# design 1

### Cell density map, design 1

11 x 11 tiles, from white (low) to dark blue (high), 0 to 100% covered.
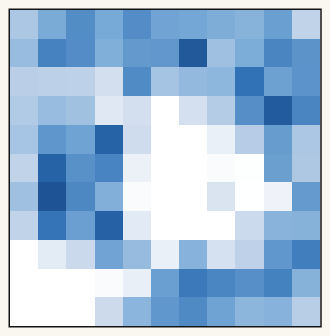

**config.mk**
```make
export PLATFORM = sky130hd
export DESIGN_NAME = port_ring_tap_mc
export DESIGN_NICKNAME = d
export VERILOG_FILES = /design/src/rtl/port_ring_tap_mc.sv
export SDC_FILE = /design/constraint.sdc
export NUM_CORES = 1
export LEC_CHECK = 0
export CORE_AREA = 2 2 108 110
export CTS_CLUSTER_SIZE = 12
export DETAILED_ROUTE_END_ITERATION = 6
export DIE_AREA = 0 0 110 112
export PLACE_DENSITY = 0.61
export SYNTH_ARGS = -nofsm -noshare
export SYNTH_HDL_FRONTEND = slang
export SYNTH_SLANG_ARGS = --single-unit
```
**constraint.sdc**
```tcl
create_clock -name clk -period 4.55 [get_ports clk]
set_input_delay 0.91 -clock clk [delete_from_list [all_inputs] [get_ports clk]]
set_output_delay 0.91 -clock clk [all_outputs]
set_load 0.02 [all_outputs]
```
**src/rtl/port_ring_tap_mc.sv**
```systemverilog
// Ring tap for the bridge: forwards, delivers locally or multicasts ring
// packets according to the port-enable vector in the header word, and
// injects local receive packets onto the ring. All handshakes are
// combinational pass-through; only the packet state, the arbitration
// history and the protocol-error pulse are registered.
module port_ring_tap_mc #(
    parameter int rdp_sz        = 64,
    parameter int num_ports     = 4,
    parameter int portnum       = 0,
    parameter int ring_priority = 1
) (
    input  logic              clk,
    input  logic              reset,
    input  logic              lri_srdy,
    input  logic [1:0]        lri_code,
    input  logic [rdp_sz-1:0] lri_data,
    output logic              lri_drdy,
    output logic              lro_srdy,
    output logic [1:0]        lro_code,
    output logic [rdp_sz-1:0] lro_data,
    input  logic              lro_drdy,
    input  logic              lprx_srdy,
    input  logic [1:0]        lprx_code,
    input  logic [rdp_sz-1:0] lprx_data,
    output logic              lprx_drdy,
    output logic              lptx_srdy,
    output logic [1:0]        lptx_code,
    output logic [rdp_sz-1:0] lptx_data,
    input  logic              lptx_drdy,
    output logic              proto_err
);

    localparam logic [1:0] code_data = 2'b00;
    localparam logic [1:0] code_hdr  = 2'b01;
    localparam logic [1:0] code_eop  = 2'b10;
    localparam logic [1:0] code_rsv  = 2'b11;

    localparam logic [num_ports-1:0] port_mask   = num_ports'(1'b1) << portnum;
    localparam logic [rdp_sz-1:0]    port_mask_w = rdp_sz'(port_mask);
    localparam logic [num_ports-1:0] zero_v      = {num_ports{1'b0}};
    localparam logic                 ring_first  = (ring_priority != 32'sd0);

    typedef enum logic [5:0] {
        s_idle  = 6'b000001,
        s_rfwd  = 6'b000010,
        s_rcopy = 6'b000100,
        s_rsink = 6'b001000,
        s_tdata = 6'b010000,
        s_tdrop = 6'b100000
    } state_t;

    state_t               state_r;
    state_t               state_nxt_s;
    logic                 last_local_r;
    logic                 last_local_nxt_s;
    logic                 proto_err_r;
    logic                 err_s;
    logic                 ring_pend_s;
    logic                 local_pend_s;
    logic                 serve_ring_s;
    logic [num_ports-1:0] ring_v_s;
    logic [num_ports-1:0] local_v_s;
    logic                 data_xfer_s;
    logic [1:0]           data_code_s;

    // Mid-packet words are always emitted as data or end-of-packet, never as a header.
    function automatic logic [1:0] pass_code(input logic [1:0] code);
        logic [1:0] res;
        if (code == code_eop) begin
            res = code_eop;
        end else begin
            res = code_data;
        end
        return res;
    endfunction

    assign proto_err = proto_err_r;

    // Idle-time arbitration terms between a pending ring header and a pending local header.
    always_comb begin
        ring_v_s     = lri_data[num_ports-1:0];
        local_v_s    = lprx_data[num_ports-1:0] & ~port_mask;
        ring_pend_s  = lri_srdy & (lri_code == code_hdr);
        local_pend_s = lprx_srdy & (lprx_code == code_hdr);
        serve_ring_s = ring_pend_s & (ring_first | ~local_pend_s | last_local_r);
    end

    // Next-state, handshake steering and output muxing; everything is closed during reset.
    always_comb begin
        lri_drdy         = 1'b0;
        lro_srdy         = 1'b0;
        lro_code         = lri_code;
        lro_data         = lri_data;
        lprx_drdy        = 1'b0;
        lptx_srdy        = 1'b0;
        lptx_code        = pass_code(lri_code);
        lptx_data        = lri_data;
        state_nxt_s      = state_r;
        last_local_nxt_s = last_local_r;
        err_s            = 1'b0;
        data_xfer_s      = 1'b0;
        data_code_s      = code_data;
        if (reset) begin
            state_nxt_s      = s_idle;
            last_local_nxt_s = 1'b0;
        end else begin
            case (state_r)
                s_idle: begin
                    if (serve_ring_s) begin
                        if ((ring_v_s & port_mask) == zero_v) begin
                            lro_srdy = 1'b1;
                            lri_drdy = lro_drdy;
                            if (lro_drdy) begin
                                state_nxt_s      = s_rfwd;
                                last_local_nxt_s = 1'b0;
                            end else begin
                                state_nxt_s = s_idle;
                            end
                        end else if (ring_v_s != port_mask) begin
                            lro_srdy = 1'b1;
                            lro_data = lri_data & ~port_mask_w;
                            lri_drdy = lro_drdy;
                            if (lro_drdy) begin
                                state_nxt_s      = s_rcopy;
                                last_local_nxt_s = 1'b0;
                            end else begin
                                state_nxt_s = s_idle;
                            end
                        end else begin
                            lri_drdy         = 1'b1;
                            state_nxt_s      = s_rsink;
                            last_local_nxt_s = 1'b0;
                        end
                    end else begin
                        // A stray ring data word is discarded unless a ring header is waiting.
                        if (lri_srdy && (lri_code != code_hdr)) begin
                            lri_drdy = 1'b1;
                            err_s    = 1'b1;
                        end else begin
                            lri_drdy = 1'b0;
                        end
                        if (local_pend_s) begin
                            if (local_v_s != zero_v) begin
                                lro_srdy  = 1'b1;
                                lro_code  = code_hdr;
                                lro_data  = lprx_data & ~port_mask_w;
                                lprx_drdy = lro_drdy;
                                if (lro_drdy) begin
                                    state_nxt_s      = s_tdata;
                                    last_local_nxt_s = 1'b1;
                                end else begin
                                    state_nxt_s = s_idle;
                                end
                            end else begin
                                lprx_drdy        = 1'b1;
                                state_nxt_s      = s_tdrop;
                                last_local_nxt_s = 1'b1;
                            end
                        end else if (lprx_srdy) begin
                            lprx_drdy = 1'b1;
                            err_s     = 1'b1;
                        end else begin
                            lprx_drdy = 1'b0;
                        end
                    end
                end
                s_rfwd: begin
                    lro_srdy    = lri_srdy;
                    lro_code    = pass_code(lri_code);
                    lri_drdy    = lro_drdy;
                    data_xfer_s = lri_srdy & lro_drdy;
                    data_code_s = lri_code;
                end
                s_rcopy: begin
                    // Fork: a word leaves on both outputs in the same cycle or not at all.
                    lro_srdy    = lri_srdy & lptx_drdy;
                    lro_code    = pass_code(lri_code);
                    lptx_srdy   = lri_srdy & lro_drdy;
                    lri_drdy    = lro_drdy & lptx_drdy;
                    data_xfer_s = lri_srdy & lro_drdy & lptx_drdy;
                    data_code_s = lri_code;
                end
                s_rsink: begin
                    lptx_srdy   = lri_srdy;
                    lri_drdy    = lptx_drdy;
                    data_xfer_s = lri_srdy & lptx_drdy;
                    data_code_s = lri_code;
                end
                s_tdata: begin
                    lro_srdy    = lprx_srdy;
                    lro_code    = pass_code(lprx_code);
                    lro_data    = lprx_data;
                    lprx_drdy   = lro_drdy;
                    data_xfer_s = lprx_srdy & lro_drdy;
                    data_code_s = lprx_code;
                end
                s_tdrop: begin
                    lprx_drdy   = 1'b1;
                    data_xfer_s = lprx_srdy;
                    data_code_s = lprx_code;
                end
                default: begin
                    state_nxt_s = s_idle;
                end
            endcase
        end
        // Packet end and mid-packet code violations, common to every data state.
        if (data_xfer_s) begin
            if (data_code_s == code_eop) begin
                state_nxt_s = s_idle;
            end else if ((data_code_s == code_hdr) || (data_code_s == code_rsv)) begin
                err_s = 1'b1;
            end else begin
                err_s = 1'b0;
            end
        end else begin
            data_code_s = data_code_s;
        end
    end

    // State, arbitration history and error pulse registers.
    always_ff @(posedge clk) begin
        if (reset) begin
            state_r      <= s_idle;
            last_local_r <= 1'b0;
            proto_err_r  <= 1'b0;
        end else begin
            state_r      <= state_nxt_s;
            last_local_r <= last_local_nxt_s;
            proto_err_r  <= err_s;
        end
    end

endmodule

```
# design 2

### src/rtl/anc_pkg.sv
// Shared definitions for the ANC saturation pipeline: default widths,
// frame FSM states and sign-magnitude helpers.
package anc_pkg;

  localparam int DEF_N_CH   = 2;
  localparam int DEF_DATA_W = 11;
  localparam int DEF_SAT_W  = 9;
  localparam int DEF_CNT_W  = 16;

  typedef enum logic [1:0] {
    IDLE = 2'd0,
    CALC = 2'd1,
    DONE = 2'd2
  } state_e;

  // A sign-magnitude value is zero whenever its magnitude is zero (+0 or -0).
  function automatic logic sm_is_zero(input logic [31:0] mag);
    return (mag == 32'd0);
  endfunction

  // Sign bit of the negated value; a zero magnitude always negates to +0.
  function automatic logic sm_neg(input logic sign, input logic [31:0] mag);
    return sm_is_zero(mag) ? 1'b0 : ~sign;
  endfunction

endpackage

### src/rtl/sm_sub_sat.sv
// Combinational sign-magnitude subtractor y = a - b with magnitude clipping.
// -0 on either input behaves as 0 and the result is never -0.
module sm_sub_sat
  import anc_pkg::*;
#(
  parameter int W = DEF_DATA_W
) (
  input  logic [W-1:0] a_i,
  input  logic [W-1:0] b_i,
  output logic [W-1:0] y_o,
  output logic         sat_o
);

  localparam logic [W-2:0] MAX_MAG = '1;

  logic              nb_sign;
  logic signed [W:0] a_val;
  logic signed [W:0] nb_val;
  logic signed [W:0] diff;
  logic        [W:0] abs_val;
  logic      [W-2:0] mag;

  // Convert to two's complement one bit wider, add a and -b, then clip back.
  always_comb begin
    nb_sign = sm_neg(b_i[W-1], 32'(b_i[W-2:0]));
    a_val   = $signed({2'b00, a_i[W-2:0]});
    if (a_i[W-1]) a_val = -a_val;
    nb_val  = $signed({2'b00, b_i[W-2:0]});
    if (nb_sign) nb_val = -nb_val;
    diff    = a_val + nb_val;
    abs_val = diff[W] ? $unsigned(-diff) : $unsigned(diff);
    sat_o   = (abs_val > {2'b00, MAX_MAG});
    mag     = sat_o ? MAX_MAG : abs_val[W-2:0];
    y_o     = {diff[W] & ~sm_is_zero(32'(mag)), mag};
  end

endmodule

### src/rtl/anc_saturation_pipe.sv
// Multi-channel ANC output stage: clips filter outputs to the DAC range on
// each frame strobe and computes per-channel error mic - audio serially.
module anc_saturation_pipe
  import anc_pkg::*;
#(
  parameter int N_CH   = DEF_N_CH,
  parameter int DATA_W = DEF_DATA_W,
  parameter int SAT_W  = DEF_SAT_W,
  parameter int CNT_W  = DEF_CNT_W
) (
  input  logic                   Clk_100M,
  input  logic                   Reset_n,
  input  logic                   FiltComplete_In,
  input  logic [N_CH*DATA_W-1:0] Filt_In,
  input  logic [N_CH*DATA_W-1:0] MicIn,
  input  logic                   Bypass,
  input  logic                   ClrStatus,
  output logic [N_CH*DATA_W-1:0] ANCAudioOut,
  output logic [N_CH*DATA_W-1:0] Err,
  output logic                   ErrValid,
  output logic                   Busy,
  output logic [N_CH-1:0]        SatFlag,
  output logic [N_CH-1:0]        ErrSat,
  output logic                   Overrun,
  output logic [CNT_W-1:0]       SatCount
);

  localparam int IDX_W = (N_CH > 1) ? $clog2(N_CH) : 1;
  localparam logic [IDX_W-1:0] LAST_IDX = IDX_W'(N_CH - 1);
  localparam int PAD_W = DATA_W - 1 - SAT_W;

  logic                   old_q;
  logic                   start;
  logic                   frame_start;
  state_e                 state_q, state_d;
  logic [IDX_W-1:0]       idx_q, idx_d;
  logic [N_CH*DATA_W-1:0] mic_q, audio_q, err_q, audio_clip;
  logic [N_CH-1:0]        sat_flag_q, err_sat_q, audio_sat;
  logic                   byp_q;
  logic                   overrun_q;
  logic [CNT_W-1:0]       sat_count_q;
  logic [DATA_W-1:0]      sub_a, sub_b, sub_y;
  logic                   sub_sat;

  assign start       = FiltComplete_In & ~old_q;
  assign frame_start = start & (state_q == IDLE);

  // Edge register resets high so a strobe held through reset is not an edge.
  always_ff @(posedge Clk_100M or negedge Reset_n) begin
    if (!Reset_n) old_q <= 1'b1;
    else          old_q <= FiltComplete_In;
  end

  // Per-channel audio clip; identification mode forces +0 with no flag.
  generate
    for (genvar gi = 0; gi < N_CH; gi++) begin : g_clip
      logic [DATA_W-1:0] filt_ch;
      logic              over;
      assign filt_ch = Filt_In[gi*DATA_W +: DATA_W];
      assign over    = |filt_ch[DATA_W-2:SAT_W];
      assign audio_sat[gi] = over & ~Bypass;
      assign audio_clip[gi*DATA_W +: DATA_W] = Bypass ? '0 :
        {filt_ch[DATA_W-1], {PAD_W{1'b0}}, (over ? {SAT_W{1'b1}} : filt_ch[SAT_W-1:0])};
    end
  endgenerate

  // FSM state and channel index registers.
  always_ff @(posedge Clk_100M or negedge Reset_n) begin
    if (!Reset_n) begin
      state_q <= IDLE;
      idx_q   <= '0;
    end else begin
      state_q <= state_d;
      idx_q   <= idx_d;
    end
  end

  // Next-state: one CALC cycle per channel, then a single DONE cycle.
  always_comb begin
    state_d = state_q;
    idx_d   = idx_q;
    case (state_q)
      IDLE: if (start) begin
        state_d = CALC;
        idx_d   = '0;
      end
      CALC: if (idx_q == LAST_IDX) state_d = DONE;
            else                   idx_d   = idx_q + 1'b1;
      DONE:    state_d = IDLE;
      default: state_d = IDLE;
    endcase
  end

  // FSM-derived outputs.
  always_comb begin
    Busy     = (state_q != IDLE);
    ErrValid = (state_q == DONE);
  end

  // One shared subtractor, steered to the channel being processed.
  assign sub_a = mic_q[idx_q*DATA_W +: DATA_W];
  assign sub_b = audio_q[idx_q*DATA_W +: DATA_W];

  sm_sub_sat #(.W(DATA_W)) u_sub (
    .a_i   (sub_a),
    .b_i   (sub_b),
    .y_o   (sub_y),
    .sat_o (sub_sat)
  );

  // Frame capture on the start edge, then one error channel per CALC cycle.
  always_ff @(posedge Clk_100M or negedge Reset_n) begin
    if (!Reset_n) begin
      mic_q      <= '0;
      audio_q    <= '0;
      sat_flag_q <= '0;
      byp_q      <= 1'b0;
      err_q      <= '0;
      err_sat_q  <= '0;
    end else begin
      if (frame_start) begin
        mic_q      <= MicIn;
        audio_q    <= audio_clip;
        sat_flag_q <= audio_sat;
        byp_q      <= Bypass;
      end
      if (state_q == CALC) begin
        err_q[idx_q*DATA_W +: DATA_W] <= byp_q ? sub_a : sub_y;
        err_sat_q[idx_q]              <= ~byp_q & sub_sat;
      end
    end
  end

  // Sticky status; a set or increment takes priority over a clear.
  always_ff @(posedge Clk_100M or negedge Reset_n) begin
    if (!Reset_n) begin
      overrun_q   <= 1'b0;
      sat_count_q <= '0;
    end else begin
      if (start && (state_q != IDLE)) overrun_q <= 1'b1;
      else if (ClrStatus)             overrun_q <= 1'b0;
      if ((state_q == DONE) && (|sat_flag_q)) begin
        if (sat_count_q != '1) sat_count_q <= sat_count_q + 1'b1;
      end else if (ClrStatus) begin
        sat_count_q <= '0;
      end
    end
  end

  assign ANCAudioOut = audio_q;
  assign Err         = err_q;
  assign SatFlag     = sat_flag_q;
  assign ErrSat      = err_sat_q;
  assign Overrun     = overrun_q;
  assign SatCount    = sat_count_q;

endmodule

### config.mk
export PLATFORM = sky130hd
export DESIGN_NAME = anc_saturation_pipe
export DESIGN_NICKNAME = d
export VERILOG_FILES = /design/src/rtl/anc_pkg.sv /design/src/rtl/sm_sub_sat.sv /design/src/rtl/anc_saturation_pipe.sv
export SDC_FILE = /design/constraint.sdc
export NUM_CORES = 1
export LEC_CHECK = 0
export ABC_AREA = 1
export CORE_UTILIZATION = 47
export CTS_CLUSTER_DIAMETER = 200
export DETAILED_ROUTE_END_ITERATION = 7
export PLACE_DENSITY = 0.74
export REMOVE_ABC_BUFFERS = 1
export SETUP_SLACK_MARGIN = 0.4
export SLEW_MARGIN = 30
export SYNTH_ARGS = -nofsm -noshare
export SYNTH_HDL_FRONTEND = slang
export SYNTH_SLANG_ARGS = --single-unit
export TNS_END_PERCENT = 100
### constraint.sdc
create_clock -name Clk_100M -period 4 [get_ports Clk_100M]
set_clock_uncertainty 0.1 [all_clocks]
set_input_delay 0.6 -clock Clk_100M [delete_from_list [all_inputs] [get_ports Clk_100M]]
set_output_delay 0.6 -clock Clk_100M [all_outputs]
set_load 0.02 [all_outputs]
# design 3

$ cat src/rtl/term_loopback_cfg_if.sv
// term_loopback_cfg_if: wire bundles and serial config chain of a loopback tile
interface term_loopback_cfg_if #(parameter int CH = 36);
  logic [CH-1:0] end_in;
  logic [CH-1:0] beg_out;
  logic          cfg_shift_en;
  logic          cfg_din;
  logic          cfg_dout;
  logic          cfg_commit;
  logic          cfg_full;
  logic          cfg_err;
  modport master (output end_in, cfg_shift_en, cfg_din, cfg_commit,
                  input  beg_out, cfg_dout, cfg_full, cfg_err);
  modport slave  (input  end_in, cfg_shift_en, cfg_din, cfg_commit,
                  output beg_out, cfg_dout, cfg_full, cfg_err);
endinterface

$ cat src/rtl/term_loopback_cfg.sv
// term_loopback_cfg: N->S edge loopback with per-channel comb/1-reg/2-reg/zero modes
module term_loopback_cfg #(
  parameter int W1 = 4,
  parameter int W2 = 8,
  parameter int W4 = 16
) (
  input logic UserCLK,
  input logic resetn,
  term_loopback_cfg_if.slave bus
);
  localparam int CH = W1 + 2 * W2 + W4;
  localparam int CW = $clog2(2 * CH + 1);
  logic [CH-1:0]   rev, p1, p2, beg;
  logic [2*CH-1:0] shadow, active;
  logic [CW-1:0]   cnt;
  logic            err, full, legal;
  assign full  = cnt == CW'(2 * CH);
  assign legal = bus.cfg_commit & full & ~bus.cfg_shift_en;
  assign bus.cfg_full = full;
  assign bus.cfg_err  = err;
  assign bus.cfg_dout = shadow[2*CH-1];
  assign bus.beg_out  = beg;
  always_comb begin
    rev = '0;
    for (int k = 0; k < W1; k++) rev[k] = bus.end_in[W1-1-k];
    for (int k = 0; k < W2; k++) rev[W1+k] = bus.end_in[W1+W2-1-k];
    for (int k = 0; k < W2; k++) rev[W1+W2+k] = bus.end_in[W1+2*W2-1-k];
    for (int k = 0; k < W4; k++) rev[W1+2*W2+k] = bus.end_in[CH-1-k];
  end
  // output mux selects only on committed mode bits, so shifting cannot glitch it
  always_comb begin
    beg = '0;
    for (int i = 0; i < CH; i++)
      beg[i] = active[2*i+:2] == 2'b00 ? rev[i] :
               active[2*i+:2] == 2'b01 ? p1[i] :
               active[2*i+:2] == 2'b10 ? p2[i] : 1'b0;
  end
  always_ff @(posedge UserCLK or negedge resetn) begin
    if (!resetn) begin
      p1     <= '0;
      p2     <= '0;
      shadow <= '0;
      active <= '0;
      cnt    <= '0;
      err    <= 1'b0;
    end else begin
      p1 <= rev;
      p2 <= p1;
      if (bus.cfg_shift_en) shadow <= {shadow[2*CH-2:0], bus.cfg_din};
      if (legal) begin
        active <= shadow;
        cnt    <= '0;
      end else if (bus.cfg_shift_en && !full) cnt <= cnt + 1'b1;
      if (bus.cfg_commit && !legal) err <= 1'b1;
    end
  end
endmodule

$ cat src/flat_wrapper.sv
// flat-port wrapper written by rule: the top's interface ports become plain ports
module term_loopback_cfg_flat 
#(
  parameter int W1 = 4,
  parameter int W2 = 8,
  parameter int W4 = 16
)
  (UserCLK, resetn, bus_end_in, bus_cfg_shift_en, bus_cfg_din, bus_cfg_commit, bus_beg_out, bus_cfg_dout, bus_cfg_full, bus_cfg_err);
  term_loopback_cfg_if #(.CH(36)) bus_i ();
  input logic UserCLK;
  input logic resetn;
  input wire logic [$bits(bus_i.end_in)-1:0] bus_end_in;
  input wire logic [$bits(bus_i.cfg_shift_en)-1:0] bus_cfg_shift_en;
  input wire logic [$bits(bus_i.cfg_din)-1:0] bus_cfg_din;
  input wire logic [$bits(bus_i.cfg_commit)-1:0] bus_cfg_commit;
  output wire logic [$bits(bus_i.beg_out)-1:0] bus_beg_out;
  output wire logic [$bits(bus_i.cfg_dout)-1:0] bus_cfg_dout;
  output wire logic [$bits(bus_i.cfg_full)-1:0] bus_cfg_full;
  output wire logic [$bits(bus_i.cfg_err)-1:0] bus_cfg_err;
  assign bus_i.end_in = bus_end_in;
  assign bus_i.cfg_shift_en = bus_cfg_shift_en;
  assign bus_i.cfg_din = bus_cfg_din;
  assign bus_i.cfg_commit = bus_cfg_commit;
  assign bus_beg_out = bus_i.beg_out;
  assign bus_cfg_dout = bus_i.cfg_dout;
  assign bus_cfg_full = bus_i.cfg_full;
  assign bus_cfg_err = bus_i.cfg_err;
  term_loopback_cfg #(.W1(W1), .W2(W2), .W4(W4)) u_core (.UserCLK(UserCLK), .resetn(resetn), .bus(bus_i));
endmodule
$ cat config.mk
export PLATFORM = sky130hd
export DESIGN_NAME = term_loopback_cfg_flat
export DESIGN_NICKNAME = d
export VERILOG_FILES = /design/src/rtl/term_loopback_cfg_if.sv /design/src/rtl/term_loopback_cfg.sv /design/src/flat_wrapper.sv
export SDC_FILE = /design/constraint.sdc
export NUM_CORES = 1
export LEC_CHECK = 0
export ABC_CLOCK_PERIOD_IN_PS = 2230
export CAP_MARGIN = 25
export CORE_ASPECT_RATIO = 1.5
export CORE_MARGIN = 3
export CORE_UTILIZATION = 39
export DETAILED_ROUTE_END_ITERATION = 6
export GPL_ROUTABILITY_DRIVEN = 0
export PLACE_DENSITY = 0.56
export SETUP_SLACK_MARGIN = 0.05
export SYNTH_ARGS = -nofsm -noshare
export SYNTH_HDL_FRONTEND = slang
export SYNTH_SLANG_ARGS = --single-unit
$ cat constraint.sdc
create_clock -name UserCLK -period 2.23 [get_ports UserCLK]
set_clock_uncertainty 0.15 [all_clocks]
set_input_delay 0.669 -clock UserCLK [delete_from_list [all_inputs] [get_ports UserCLK]]
set_output_delay 0.669 -clock UserCLK [all_outputs]
set_load 0.02 [all_outputs]
# design 4

## src/rtl/l1i_miss_ctrl_pkg.sv

```systemverilog
// Shared types and default sizes for the L1 instruction-cache miss controller.
// Address layout is tag / set / offset, most significant first.
package l1i_miss_ctrl_pkg;

    localparam int NUM_WARPS_PER_SM       = 4;
    localparam int NUM_WARPS_PER_SM_WIDTH = $clog2(NUM_WARPS_PER_SM);
    localparam int NUM_L1I_WAYS           = 4;
    localparam int NUM_L1I_SETS           = 64;
    localparam int L1I_TAG_WIDTH          = 20;
    localparam int L1I_LINE_BITS          = 512;
    localparam int L1I_SET_WIDTH          = $clog2(NUM_L1I_SETS);
    localparam int L1I_OFFSET_WIDTH       = 32 - L1I_TAG_WIDTH - L1I_SET_WIDTH;

    typedef struct packed {
        logic [L1I_TAG_WIDTH-1:0]    tag;
        logic [L1I_SET_WIDTH-1:0]    set_idx;
        logic [L1I_OFFSET_WIDTH-1:0] offset;
    } l1i_addr_t;

    typedef enum logic [1:0] {
        IDLE,
        REQ,
        WAIT,
        FILL
    } l1i_miss_state_t;

endpackage

```

## src/rtl/l1i_miss_ctrl_arb.sv

```systemverilog
// Round-robin arbiter over the pending-warp slots with one-hot and index grant outputs.
// The pointer moves past the winner only when the caller consumes the grant.
module l1i_miss_ctrl_arb #(
    parameter int N     = 4,
    parameter int IDX_W = 2
) (
    input  logic             clk,
    input  logic             reset,
    input  logic [N-1:0]     req,
    input  logic             advance,
    output logic             grant_valid,
    output logic [N-1:0]     grant_oh,
    output logic [IDX_W-1:0] grant_idx
);

    logic [IDX_W-1:0] ptr_q;
    logic [IDX_W-1:0] ptr_d;
    logic [IDX_W-1:0] cand;
    logic             found;

    assign grant_valid = |req;

    // Search starting at the pointer and wrapping around.
    always_comb begin
        grant_oh = '0;
        found    = 1'b0;
        cand     = '0;
        for (int i = 0; i < N; i++) begin
            cand = IDX_W'((int'(ptr_q) + i) % N);
            if (!found && req[cand]) begin
                grant_oh[cand] = 1'b1;
                found          = 1'b1;
            end
        end
    end

    always_comb begin
        grant_idx = '0;
        for (int i = 0; i < N; i++) begin
            if (grant_oh[i]) begin
                grant_idx = grant_idx | IDX_W'(i);
            end
        end
    end

    always_comb begin
        ptr_d = ptr_q;
        if (advance && grant_valid) begin
            if (grant_idx == IDX_W'(N - 1)) begin
                ptr_d = '0;
            end else begin
                ptr_d = grant_idx + IDX_W'(1);
            end
        end
    end

    always_ff @(posedge clk or posedge reset) begin
        if (reset) begin
            ptr_q <= '0;
        end else begin
            ptr_q <= ptr_d;
        end
    end

endmodule

```

## src/rtl/l1i_miss_ctrl.sv

```systemverilog
// L1I miss sequencer: records per-warp misses, fills one line at a time into a
// round-robin victim way, and wakes every warp waiting on the filled line.
module l1i_miss_ctrl
    import l1i_miss_ctrl_pkg::*;
#(
    parameter int  NUM_WARPS_PER_SM = l1i_miss_ctrl_pkg::NUM_WARPS_PER_SM,
    parameter int  NUM_L1I_WAYS     = l1i_miss_ctrl_pkg::NUM_L1I_WAYS,
    parameter int  NUM_L1I_SETS     = l1i_miss_ctrl_pkg::NUM_L1I_SETS,
    parameter int  L1I_TAG_WIDTH    = l1i_miss_ctrl_pkg::L1I_TAG_WIDTH,
    parameter int  L1I_LINE_BITS    = l1i_miss_ctrl_pkg::L1I_LINE_BITS,
    localparam int WIDX_W           = (NUM_WARPS_PER_SM > 1) ? $clog2(NUM_WARPS_PER_SM) : 1,
    localparam int SET_W            = $clog2(NUM_L1I_SETS)
) (
    input  logic                        clk,
    input  logic                        reset,
    input  logic                        miss_valid,
    input  logic [WIDX_W-1:0]           miss_warp_idx,
    input  logic [31:0]                 miss_addr,
    output logic [NUM_WARPS_PER_SM-1:0] warp_stall_mask,
    output logic                        mem_req_valid,
    input  logic                        mem_req_ready,
    output logic [31:0]                 mem_req_addr,
    input  logic                        mem_resp_valid,
    input  logic [L1I_LINE_BITS-1:0]    mem_resp_data,
    output logic                        tag_we,
    output logic                        data_we,
    output logic [NUM_L1I_WAYS-1:0]     fill_way_oh,
    output logic [SET_W-1:0]            fill_set,
    output logic [L1I_TAG_WIDTH-1:0]    fill_tag,
    output logic [L1I_LINE_BITS-1:0]    fill_line,
    output logic [NUM_WARPS_PER_SM-1:0] wake_mask
);

    localparam int W      = NUM_WARPS_PER_SM;
    localparam int LINE_W = L1I_TAG_WIDTH + SET_W;
    localparam int OFF_W  = 32 - LINE_W;
    localparam int WAY_W  = (NUM_L1I_WAYS > 1) ? $clog2(NUM_L1I_WAYS) : 1;

    l1i_miss_state_t state_q, state_d;

    logic [W-1:0]             pending_q, pending_d;
    logic [LINE_W-1:0]        line_q [W];
    logic [LINE_W-1:0]        line_d [W];
    logic [LINE_W-1:0]        cur_line_q, cur_line_d;
    logic [L1I_LINE_BITS-1:0] fill_data_q, fill_data_d;
    logic [WAY_W-1:0]         victim_q [NUM_L1I_SETS];
    logic [WAY_W-1:0]         victim_d [NUM_L1I_SETS];

    logic [LINE_W-1:0] miss_line;
    logic [W-1:0]      miss_oh;
    logic              miss_new;
    logic              miss_hits_fill;
    logic [SET_W-1:0]  cur_set;
    logic [W-1:0]      wake;
    logic              unused_offset;

    logic              grant_valid;
    logic [W-1:0]      grant_oh;
    logic [WIDX_W-1:0] grant_idx;
    logic              grant_take;

    assign miss_line      = miss_addr[31:OFF_W];
    assign unused_offset  = ^miss_addr[OFF_W-1:0];
    assign miss_oh        = miss_valid ? (W'(1) << miss_warp_idx) : '0;
    assign miss_new       = miss_valid && !pending_q[miss_warp_idx];
    assign miss_hits_fill = (state_q == FILL) && (miss_line == cur_line_q);
    assign cur_set        = cur_line_q[SET_W-1:0];
    assign grant_take     = (state_q == IDLE) && grant_valid;

    // A warp is masked combinationally in the very cycle it misses.
    assign warp_stall_mask = pending_q | miss_oh;
    assign wake_mask       = wake;

    l1i_miss_ctrl_arb #(
        .N     (W),
        .IDX_W (WIDX_W)
    ) u_arb (
        .clk         (clk),
        .reset       (reset),
        .req         (pending_q),
        .advance     (grant_take),
        .grant_valid (grant_valid),
        .grant_oh    (grant_oh),
        .grant_idx   (grant_idx)
    );

    // A miss on the line being filled right now is woken instead of recorded,
    // which keeps it from triggering a duplicate fill.
    always_comb begin
        pending_d = pending_q;
        line_d    = line_q;
        wake      = '0;
        if (state_q == FILL) begin
            for (int i = 0; i < W; i++) begin
                if (pending_q[i] && (line_q[i] == cur_line_q)) begin
                    wake[i]      = 1'b1;
                    pending_d[i] = 1'b0;
                end
            end
        end
        if (miss_new) begin
            if (miss_hits_fill) begin
                wake[miss_warp_idx] = 1'b1;
            end else begin
                pending_d[miss_warp_idx] = 1'b1;
                line_d[miss_warp_idx]    = miss_line;
            end
        end
    end

    always_comb begin
        state_d = state_q;
        unique case (state_q)
            IDLE: if (grant_valid)    state_d = REQ;
            REQ:  if (mem_req_ready)  state_d = WAIT;
            WAIT: if (mem_resp_valid) state_d = FILL;
            FILL:                     state_d = IDLE;
            default:                  state_d = IDLE;
        endcase
    end

    always_comb begin
        cur_line_d  = cur_line_q;
        fill_data_d = fill_data_q;
        victim_d    = victim_q;
        if (grant_take) begin
            cur_line_d = line_q[grant_idx];
        end
        if ((state_q == WAIT) && mem_resp_valid) begin
            fill_data_d = mem_resp_data;
        end
        if (state_q == FILL) begin
            if (victim_q[cur_set] == WAY_W'(NUM_L1I_WAYS - 1)) begin
                victim_d[cur_set] = '0;
            end else begin
                victim_d[cur_set] = victim_q[cur_set] + WAY_W'(1);
            end
        end
    end

    always_comb begin
        mem_req_valid = 1'b0;
        mem_req_addr  = '0;
        tag_we        = 1'b0;
        data_we       = 1'b0;
        fill_way_oh   = '0;
        fill_set      = '0;
        fill_tag      = '0;
        fill_line     = '0;
        unique case (state_q)
            REQ: begin
                mem_req_valid = 1'b1;
                mem_req_addr  = {cur_line_q, {OFF_W{1'b0}}};
            end
            FILL: begin
                tag_we      = 1'b1;
                data_we     = 1'b1;
                fill_way_oh = NUM_L1I_WAYS'(1) << victim_q[cur_set];
                fill_set    = cur_set;
                fill_tag    = cur_line_q[LINE_W-1:SET_W];
                fill_line   = fill_data_q;
            end
            default: begin
            end
        endcase
    end

    always_ff @(posedge clk or posedge reset) begin
        if (reset) begin
            state_q     <= IDLE;
            pending_q   <= '0;
            cur_line_q  <= '0;
            fill_data_q <= '0;
            for (int i = 0; i < W; i++) begin
                line_q[i] <= '0;
            end
            for (int s = 0; s < NUM_L1I_SETS; s++) begin
                victim_q[s] <= '0;
            end
        end else begin
            state_q     <= state_d;
            pending_q   <= pending_d;
            cur_line_q  <= cur_line_d;
            fill_data_q <= fill_data_d;
            line_q      <= line_d;
            victim_q    <= victim_d;
        end
    end

endmodule
```

## config.mk

```make
export PLATFORM = sky130hd
export DESIGN_NAME = l1i_miss_ctrl
export DESIGN_NICKNAME = d
export VERILOG_FILES = /design/src/rtl/l1i_miss_ctrl_pkg.sv /design/src/rtl/l1i_miss_ctrl_arb.sv /design/src/rtl/l1i_miss_ctrl.sv
export SDC_FILE = /design/constraint.sdc
export NUM_CORES = 2
export LEC_CHECK = 0
export ABC_AREA = 1
export CAP_MARGIN = 20
export CORE_AREA = 2 2 437 439
export CTS_CLUSTER_DIAMETER = 60
export DETAILED_ROUTE_END_ITERATION = 10
export DIE_AREA = 0 0 439 441
export GPL_ROUTABILITY_DRIVEN = 0
export PLACE_DENSITY_LB_ADDON = 0.2
export SKIP_LAST_GASP = 1
export SYNTH_ARGS = -nofsm -noshare
export SYNTH_HDL_FRONTEND = slang
export SYNTH_SLANG_ARGS = --single-unit
export TNS_END_PERCENT = 10
```

## constraint.sdc

```tcl
create_clock -name clk -period 65 [get_ports clk]
set_input_delay 6.5 -clock clk [delete_from_list [all_inputs] [get_ports clk]]
set_output_delay 6.5 -clock clk [all_outputs]
set_load 0.01 [all_outputs]
```

### Cell density map, design 4

22 x 22 tiles, from white (low) to dark blue (high), 0 to 100% covered.
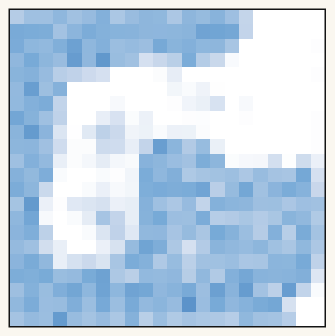
23% of the tiles are nearly empty. The fullest tile reaches 60%. The mean over all tiles is 27%. The emptiest ninth of the die: upper right. The densest ninth of the die: bottom centre.
Core Util at FP: 20.1%
core box area: 189000 um2
final core occ: 29.4%

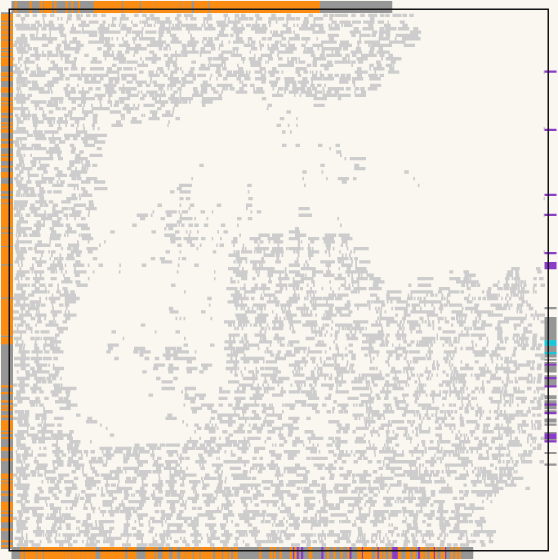
*I/O pins on the die edge, design 4*
Pins as bars across the die edge, other pins in grey.
Key: purple = mem_req_addr [pins 32, direction output, edge 18 right, 14 bottom]; cyan = wake_mask [pins 4, direction output, edge right]; orange = fill_line [pins 512, direction output, edge 181 top, 175 left, 156 bottom]
die height: 441 um
Die Width: 439 um

==> qor.yml, design 4 <==
hold_viol: 0
crit_type: "input port to output pin"
path_clk_slew_ns: 0.06
row_count: 160
ys_chip_area_um2: 37900
clock_latency_ns: 0.78
finClkSkew_ns: 0.106
inverters: 791
layout_setup_ws_ns: 49.36
seq_cells: 778
mostFrequentLayoutCell: "clkdlybuf4s50_1"
fin_nets: 5857
cts_setup_buffers: 0
io_buffer_count: 1123
clk_share_pct: 6.86
slew_violations: 0
lay_top_cells: "clkdlybuf4s50_1 (1123), nand2_1 (1121), dfrtp_1 (778), inv_1 (775), mux2_2 (514)"
status: "complete, no violations"
hold_path_end: "victim_q[43]"
comb_area_share_pct: 26.3
gr-total-overflow: 0
drt_pass1_iterations: 6
ys_seq_share_pct: 51.3
cts_resized: 0
top_area_cell: "dfrtp_1"
nonClkBufAreaFrac_pct: 20.9
[design 4: layer usage]
metal / vias up / track usage (%) / routed length [um]
li1: 15300 / - / -
met1: 16300 / 23.2 / 77200
met2: 1071 / 32.7 / 94200
met3: 294 / 6.55 / 15600
met4: 32 / 6.26 / 6140
met5: - / 0 / 196
[design 4: cell families (layout without fill, tap and decap cells)]
group | count (synthesis) | in the layout | synth area share [%]
adders and majority gates | 14 | 14 | 0.462
muxes | 514 | 514 | 15.3
and+or+nand+nor | 1500 | 1500 | 16.0
DFF | 778 | 778 | 51.3
buffers and inverters | 1007 | 2152 | 10.3
other | 1 | 24 | 0.00988
xor gates and xnor gates | 43 | 43 | 0.993
AOI/OAI and AO/OA | 371 | 371 | 5.68
[design 4: worst max path at each step]
stage             startpoint       endpoint  slack (ns)  cells after the start
4_1_cts        miss_addr[21]   wake_mask[0]       49.42                     10
3_3_place_gp   miss_addr[21]   wake_mask[3]       49.41                     10
2_1_floorplan          reset  cur_line_q[0]       36.66                      1
5_1_grt        miss_addr[21]   wake_mask[0]       49.20                     10
3_5_place_dp   miss_addr[21]   wake_mask[0]       49.42                     10
6_report       miss_addr[21]   wake_mask[0]       49.36                     10
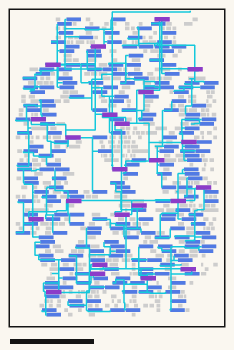
*Clock distribution, design 3*
Scale bar: 50 um.
Key: cyan = clock wires [length 2760 um]; blue = flip-flops [count 224]; purple = cells driving clock nets [count 23]
Position of the flops: all over the die.
Worst-Skew Late Latency: 0.50 ns

==> qor.yml, design 3 <==
violations: "setup timing"
ff_type: "dfrtp_1"
seq_cells: 224
layout_setup_ws_ns: -0.0923
ios: 80
ys_cells: 528
crit_arrival_ns: 1.50
ant_nets: 0
grt_max_degree: 82
setup_viol: 1
timing.fmax_mhz: 431
simple_gate_area_share_pct: 4.50
worstReg2RegEnd: "u_core.active[9]"
clk_share_pct: 7.76
warnings: 29
path_clk_slew_ns: 0.06
root_buffer: "clkbuf_16"
status: "finished with violations"
cts_resized: 295
largestClassByArea: "flip-flops and latches"
io_buffer_count: 79
fill_cells: 1882
comb_area_um2: 2970
worst-r2r-setup-slack_ns: 0.30
wl_mm: 15.1
==> design 3: layer usage <==
| layer | global-route usage [%] | routed length [um] | up-vias |
|---|---|---|---|
| li1 | - | - | 2148 |
| met1 | 15.8 | 6110 | 2411 |
| met2 | 23.1 | 7970 | 68 |
| met3 | 2.48 | 699 | 23 |
| met4 | 4.17 | 363 | 0 |
| met5 | 0 | 0 | - |
==> design 3: cells by family after synthesis <==
kind of cell               Yosys count
DFF                                224
and+or+nand+nor                     56
buffers and inverters               19
muxes                              180
xor gates and xnor gates             3
adders and majority gates            2
AOI/OAI and AO/OA                   44
==> design 3: sequential cells by signal, indices dropped and copies added (netlist names) <==
name / cells
u_core.p2: 36
u_core.active: 72
u_core.cnt: 7
u_core.bus.cfg_err: 1
u_core.shadow: 72
u_core.p1: 36
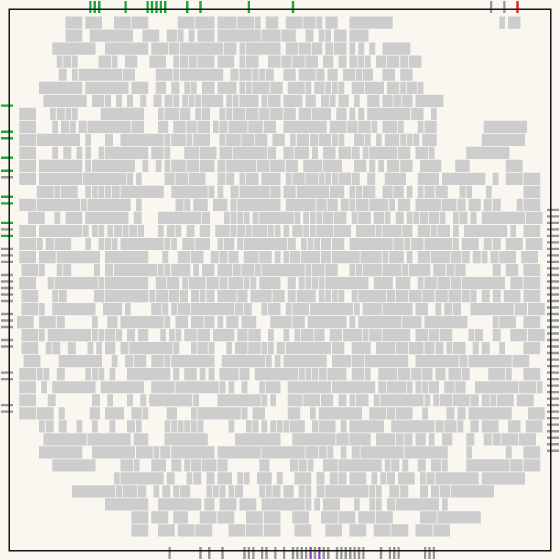
*I/O pins on the die edge, design 2*
Pins as bars across the die edge, other pins in grey.
Key: purple = SatFlag [pins 2, direction output, edge bottom]; red = Reset_n [pins 1, direction input, edge top]; green = Err [pins 22, direction output, edge 13 top, 9 left]
PortBufs: 113
Die Width: 113 um
die height: 113 um

==> qor.yml, design 2 <==
crit_path_end: "Err[14]"
placed_cells: 1139
stdcell_count: 1189
simple_gate_area_share_pct: 29.0
hold_ws_ns: 0.191
status: "finished with violations"
die_area_um2: 12700
ant_nets: 0
synth_cells: 799
hp-class: "input port to async pin"
worstMarginPinSlew_ns: 0.708
place_area_um2: 7710
wl_mm: 18.5
start_kind: "register"
r2r_start: "idx_q"
cap_viol_max_count: 0
met1_usage_pct: 36.7
drc: 0
slowest_stage: "dfrtp_2"
yosysWarnings: 0
htree_num_levels: 3
critPathLaunch: "idx_q"
setup_tns_ns: -8.47
drive_gt1_share_pct: 30.0
ys_chip_area_um2: 5770
synth.most_common_cell: "nand2_1"
place_ws_ns: -0.633
gr-total-overflow: 0
synth.distinct_cells: 46
syn_area_um2: 5770
violations: "setup timing"
ff2ff_path_depth: 34
hold_viol: 0
crit_required_ns: 4.14
wl_per_cell_um: 15.5
fp_util_pct: 48.0
top_area_cell: "dfrtp_1"
fill_cells: 894
row_count: 40
n_antenna_cell: 0
cpPeakStageDelay_ns: 0.42
layout_setup_ws_ns: -0.410
crit_type: "register to register"
ff_type: "dfrtp_1"
setup_viol: 24
cp_max_fo: 5
drt_iter0_markers: 525
vias: 6207
netlist_logic_family_top: "simple AND/OR/NAND/NOR gates"
busiest_layer: "met2"
-- design 2: layout make-up --
type / count / area [um2] / share of cell area [%]
Clock buffer: 12 / 246 / 2.77
Clock inverter: 4 / 26.3 / 0.296
Inverter: 128 / 495 / 5.57
Multi-Input combinational cell: 558 / 3450 / 38.8
Sequential cell: 90 / 2250 / 25.4
Tap cell: 147 / 184 / 2.07
Timing Repair Buffer: 250 / 2230 / 25.1
-- design 2: worst max-delay path: cells and delay by family, from the launching register on --
kind | cells | cell delay [ns]
AND-OR/OR-AND | 3 | 0.42
XOR/XNOR | 1 | 0.15
adder cells (fa/ha/maj) | 3 | 0.63
buffers and inverters | 9 | 0.95
flip-flops | 1 | 0.42
AND/OR/NAND/NOR | 18 | 1.62
-- design 2: flip-flops by register name, summed over array words and instances (netlist names), 2 cells and up --
signal       flops
ANCAudioOut     20
Err             22
ErrSat           2
SatCount        16
SatFlag          2
mic_q           22
state_q          2
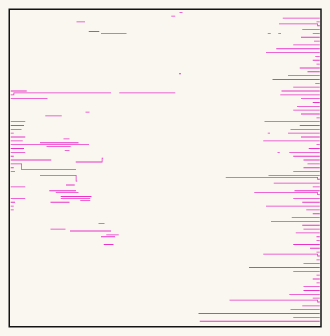
*Signal wires on met3, design 1*
The layer holds 9.6% of the routed length. 127 nets have wire on it. The longest straight run is 42.7 um. The wires run mostly horizontal. The layer carries 1100 um of wire.
Post-Route WL: 11.4 mm
via count: 2672

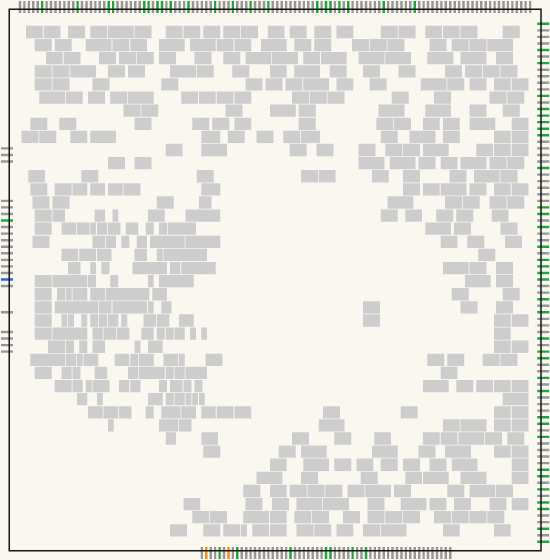
*I/O pins on the die edge, design 1*
Pins as bars across the die edge, other pins in grey.
Key: orange = lri_code [pins 2, direction input, edge bottom]; green = lptx_data [pins 64, direction output, edge 35 right, 21 top, 7 bottom, 1 left]; blue = lptx_srdy [pins 1, direction output, edge left]
Die Width: 110 um
PortBufs: 273

About 'Cell density map' of design 1:
The fullest tile reaches 86%. The emptiest ninth of the die: centre. The mean over all tiles is 37%. 5.0% of the tiles are over 75% full. 16% of the tiles are nearly empty.
final core occ: 42.9%
core box area: 11200 um2
Core Util at FP: 20.6%

==> qor.yml, design 1 <==
status: "complete, no violations"
crit_required_ns: 3.64
synthMuxAreaShare_pct: 38.7
timing.fmax_mhz: 230
synth_cells: 247
place_ws_ns: 0.205
slew_headroom_pct: 64.7
sh_seq_area_pct: 2.92
grt_usage_pct: 16.8
path_clk_slew_ns: 0.04
cts_num_sinks: 7
inverters: 4
crit_path_end_kind: "output pin"
fp_nets: 385
met1Wirelength_mm: 4.29
synth.distinct_cells: 50
critPathLaunch: "lprx_data[1]"
n_all_buffers: 281
grt_max_degree: 33
die_area_um2: 12300
grt_pass1_wl_mm: 15.7
setup_viol: 0
cts-buffers-inserted: 3
adder_share_pct: 0
crit_path_end: "lro_data[52]"
slew_violations: 0
drt_pass1_iterations: 4
hold_depth: 3
cts_resized: 0
seqCellArea_um2: 140
netlist_logic_family_top: "multiplexers"
seq_cells: 7
synthDominantCellAreaShare_pct: 37.2
hold_path_end: "state_r[1]"
synth.avg_cell_area_um2: 9.32
nWellTaps: 143
row_count: 39
min_from: "state_r[1]"
crit_type: "input port to output pin"
ys_seq_share_pct: 6.09
logic_gates: 159
fin_nets: 594
vias_per_cell: 4.47
crit_arrival_ns: 3.43
syn2layout_area_growth_pct: 108
worstReg2RegEnd: "state_r[5]"
ant_nets: 0
cp_max_fo: 32
dpl.hpwl_mm: 9.99
finClkSkew_ns: 0.00200
edf_count: 0
placed_cells: 594
drc: 0
n_antenna_cell: 0
grt_pass1_vias: 2628
fill_cells: 1079
top_area_cell: "mux2_4"
top_layer_used: "met4"
met1_usage_pct: 19.4
drt_iter0_markers: 113
aoi_share_pct: 15.7
gr-total-overflow: 0
## design 1: layout by cell type, fill, tap and decap left out, types with 3 or more instances in the layout
cell	instances
nand2_1	4
a22o_1	3
nor2_1	13
or4_1	3
clkdlybuf4s50_1	273
mux2_4	57
buf_4	6
o21ai_0	5
nand3b_1	3
a211oi_1	3
a31oi_1	3
mux2_2	3
nand2b_1	4
a21oi_1	14
nor2b_1	5
clkbuf_16	3
dfxtp_1	7
inv_1	4
## design 1: worst max-delay path, stage by stage
cell and delay, ns:
clkdlybuf4s50_1 0.44, o31ai_1 0.51, nor3_2 0.14, o21ai_4 0.23
buf_12 0.28, mux2_4 0.33, clkdlybuf4s50_1 0.58
## design 1: metrics by stage
step / cell area [um2] / util, %
6_report: 4790 / 42.9
3_5_place_dp: 4710 / 42.2
3_3_place_gp: 4710 / 42.2
5_1_grt: 4790 / 42.9
4_1_cts: 4790 / 42.9
2_1_floorplan: 2300 / -
## design 1: flip-flops by register name, summed over array words and instances (netlist names)
register   count
state_r        6
proto_err      1

==> gallery <==
Cell placement.
Plate I
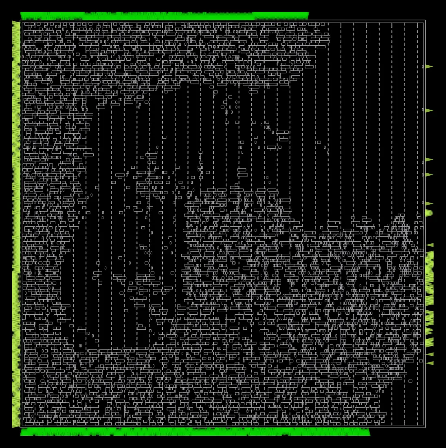
Plate II
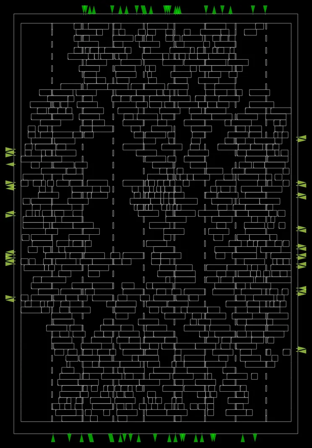
Plate III
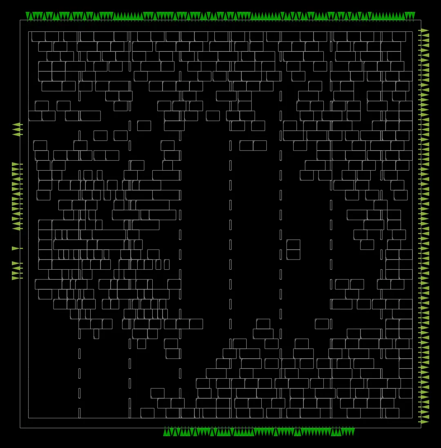
Plate IV
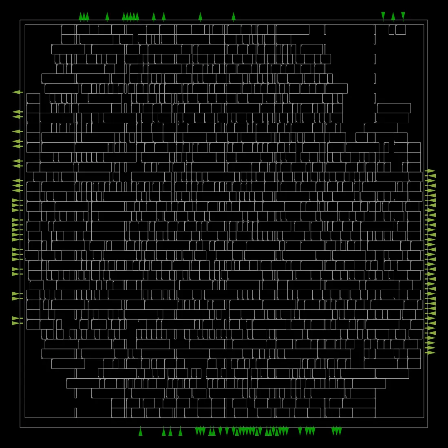
design 1: Plate III
design 3: Plate II
design 4: Plate I
design 2: Plate IV



==> screenshots <==
Clock distribution.
(a)
Scale bar: 20 um.
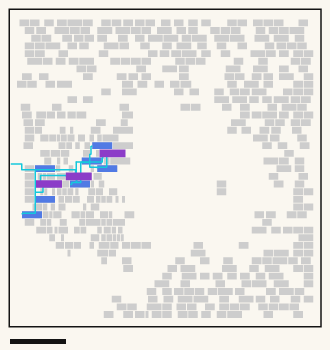
(b)
Scale bar: 100 um.
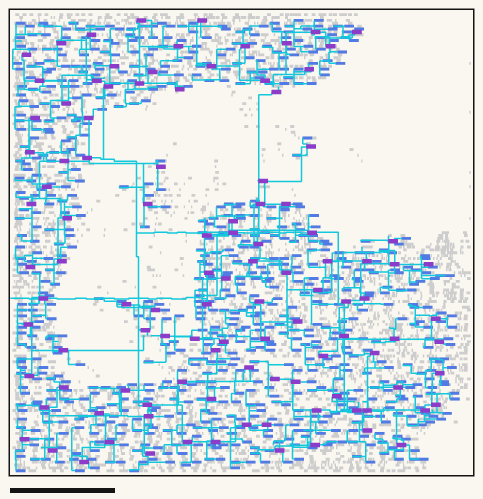
(c)
Scale bar: 20 um.
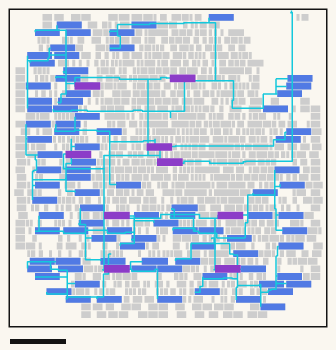
- (c) = design 2
- (a) = design 1
- (b) = design 4

Key to (b):
Key: purple = cells driving clock nets [count 109]; blue = flip-flops [count 778]; cyan = clock wires [length 13700 um]
There are 110 routed clock nets. Position of the flops: all over the die.

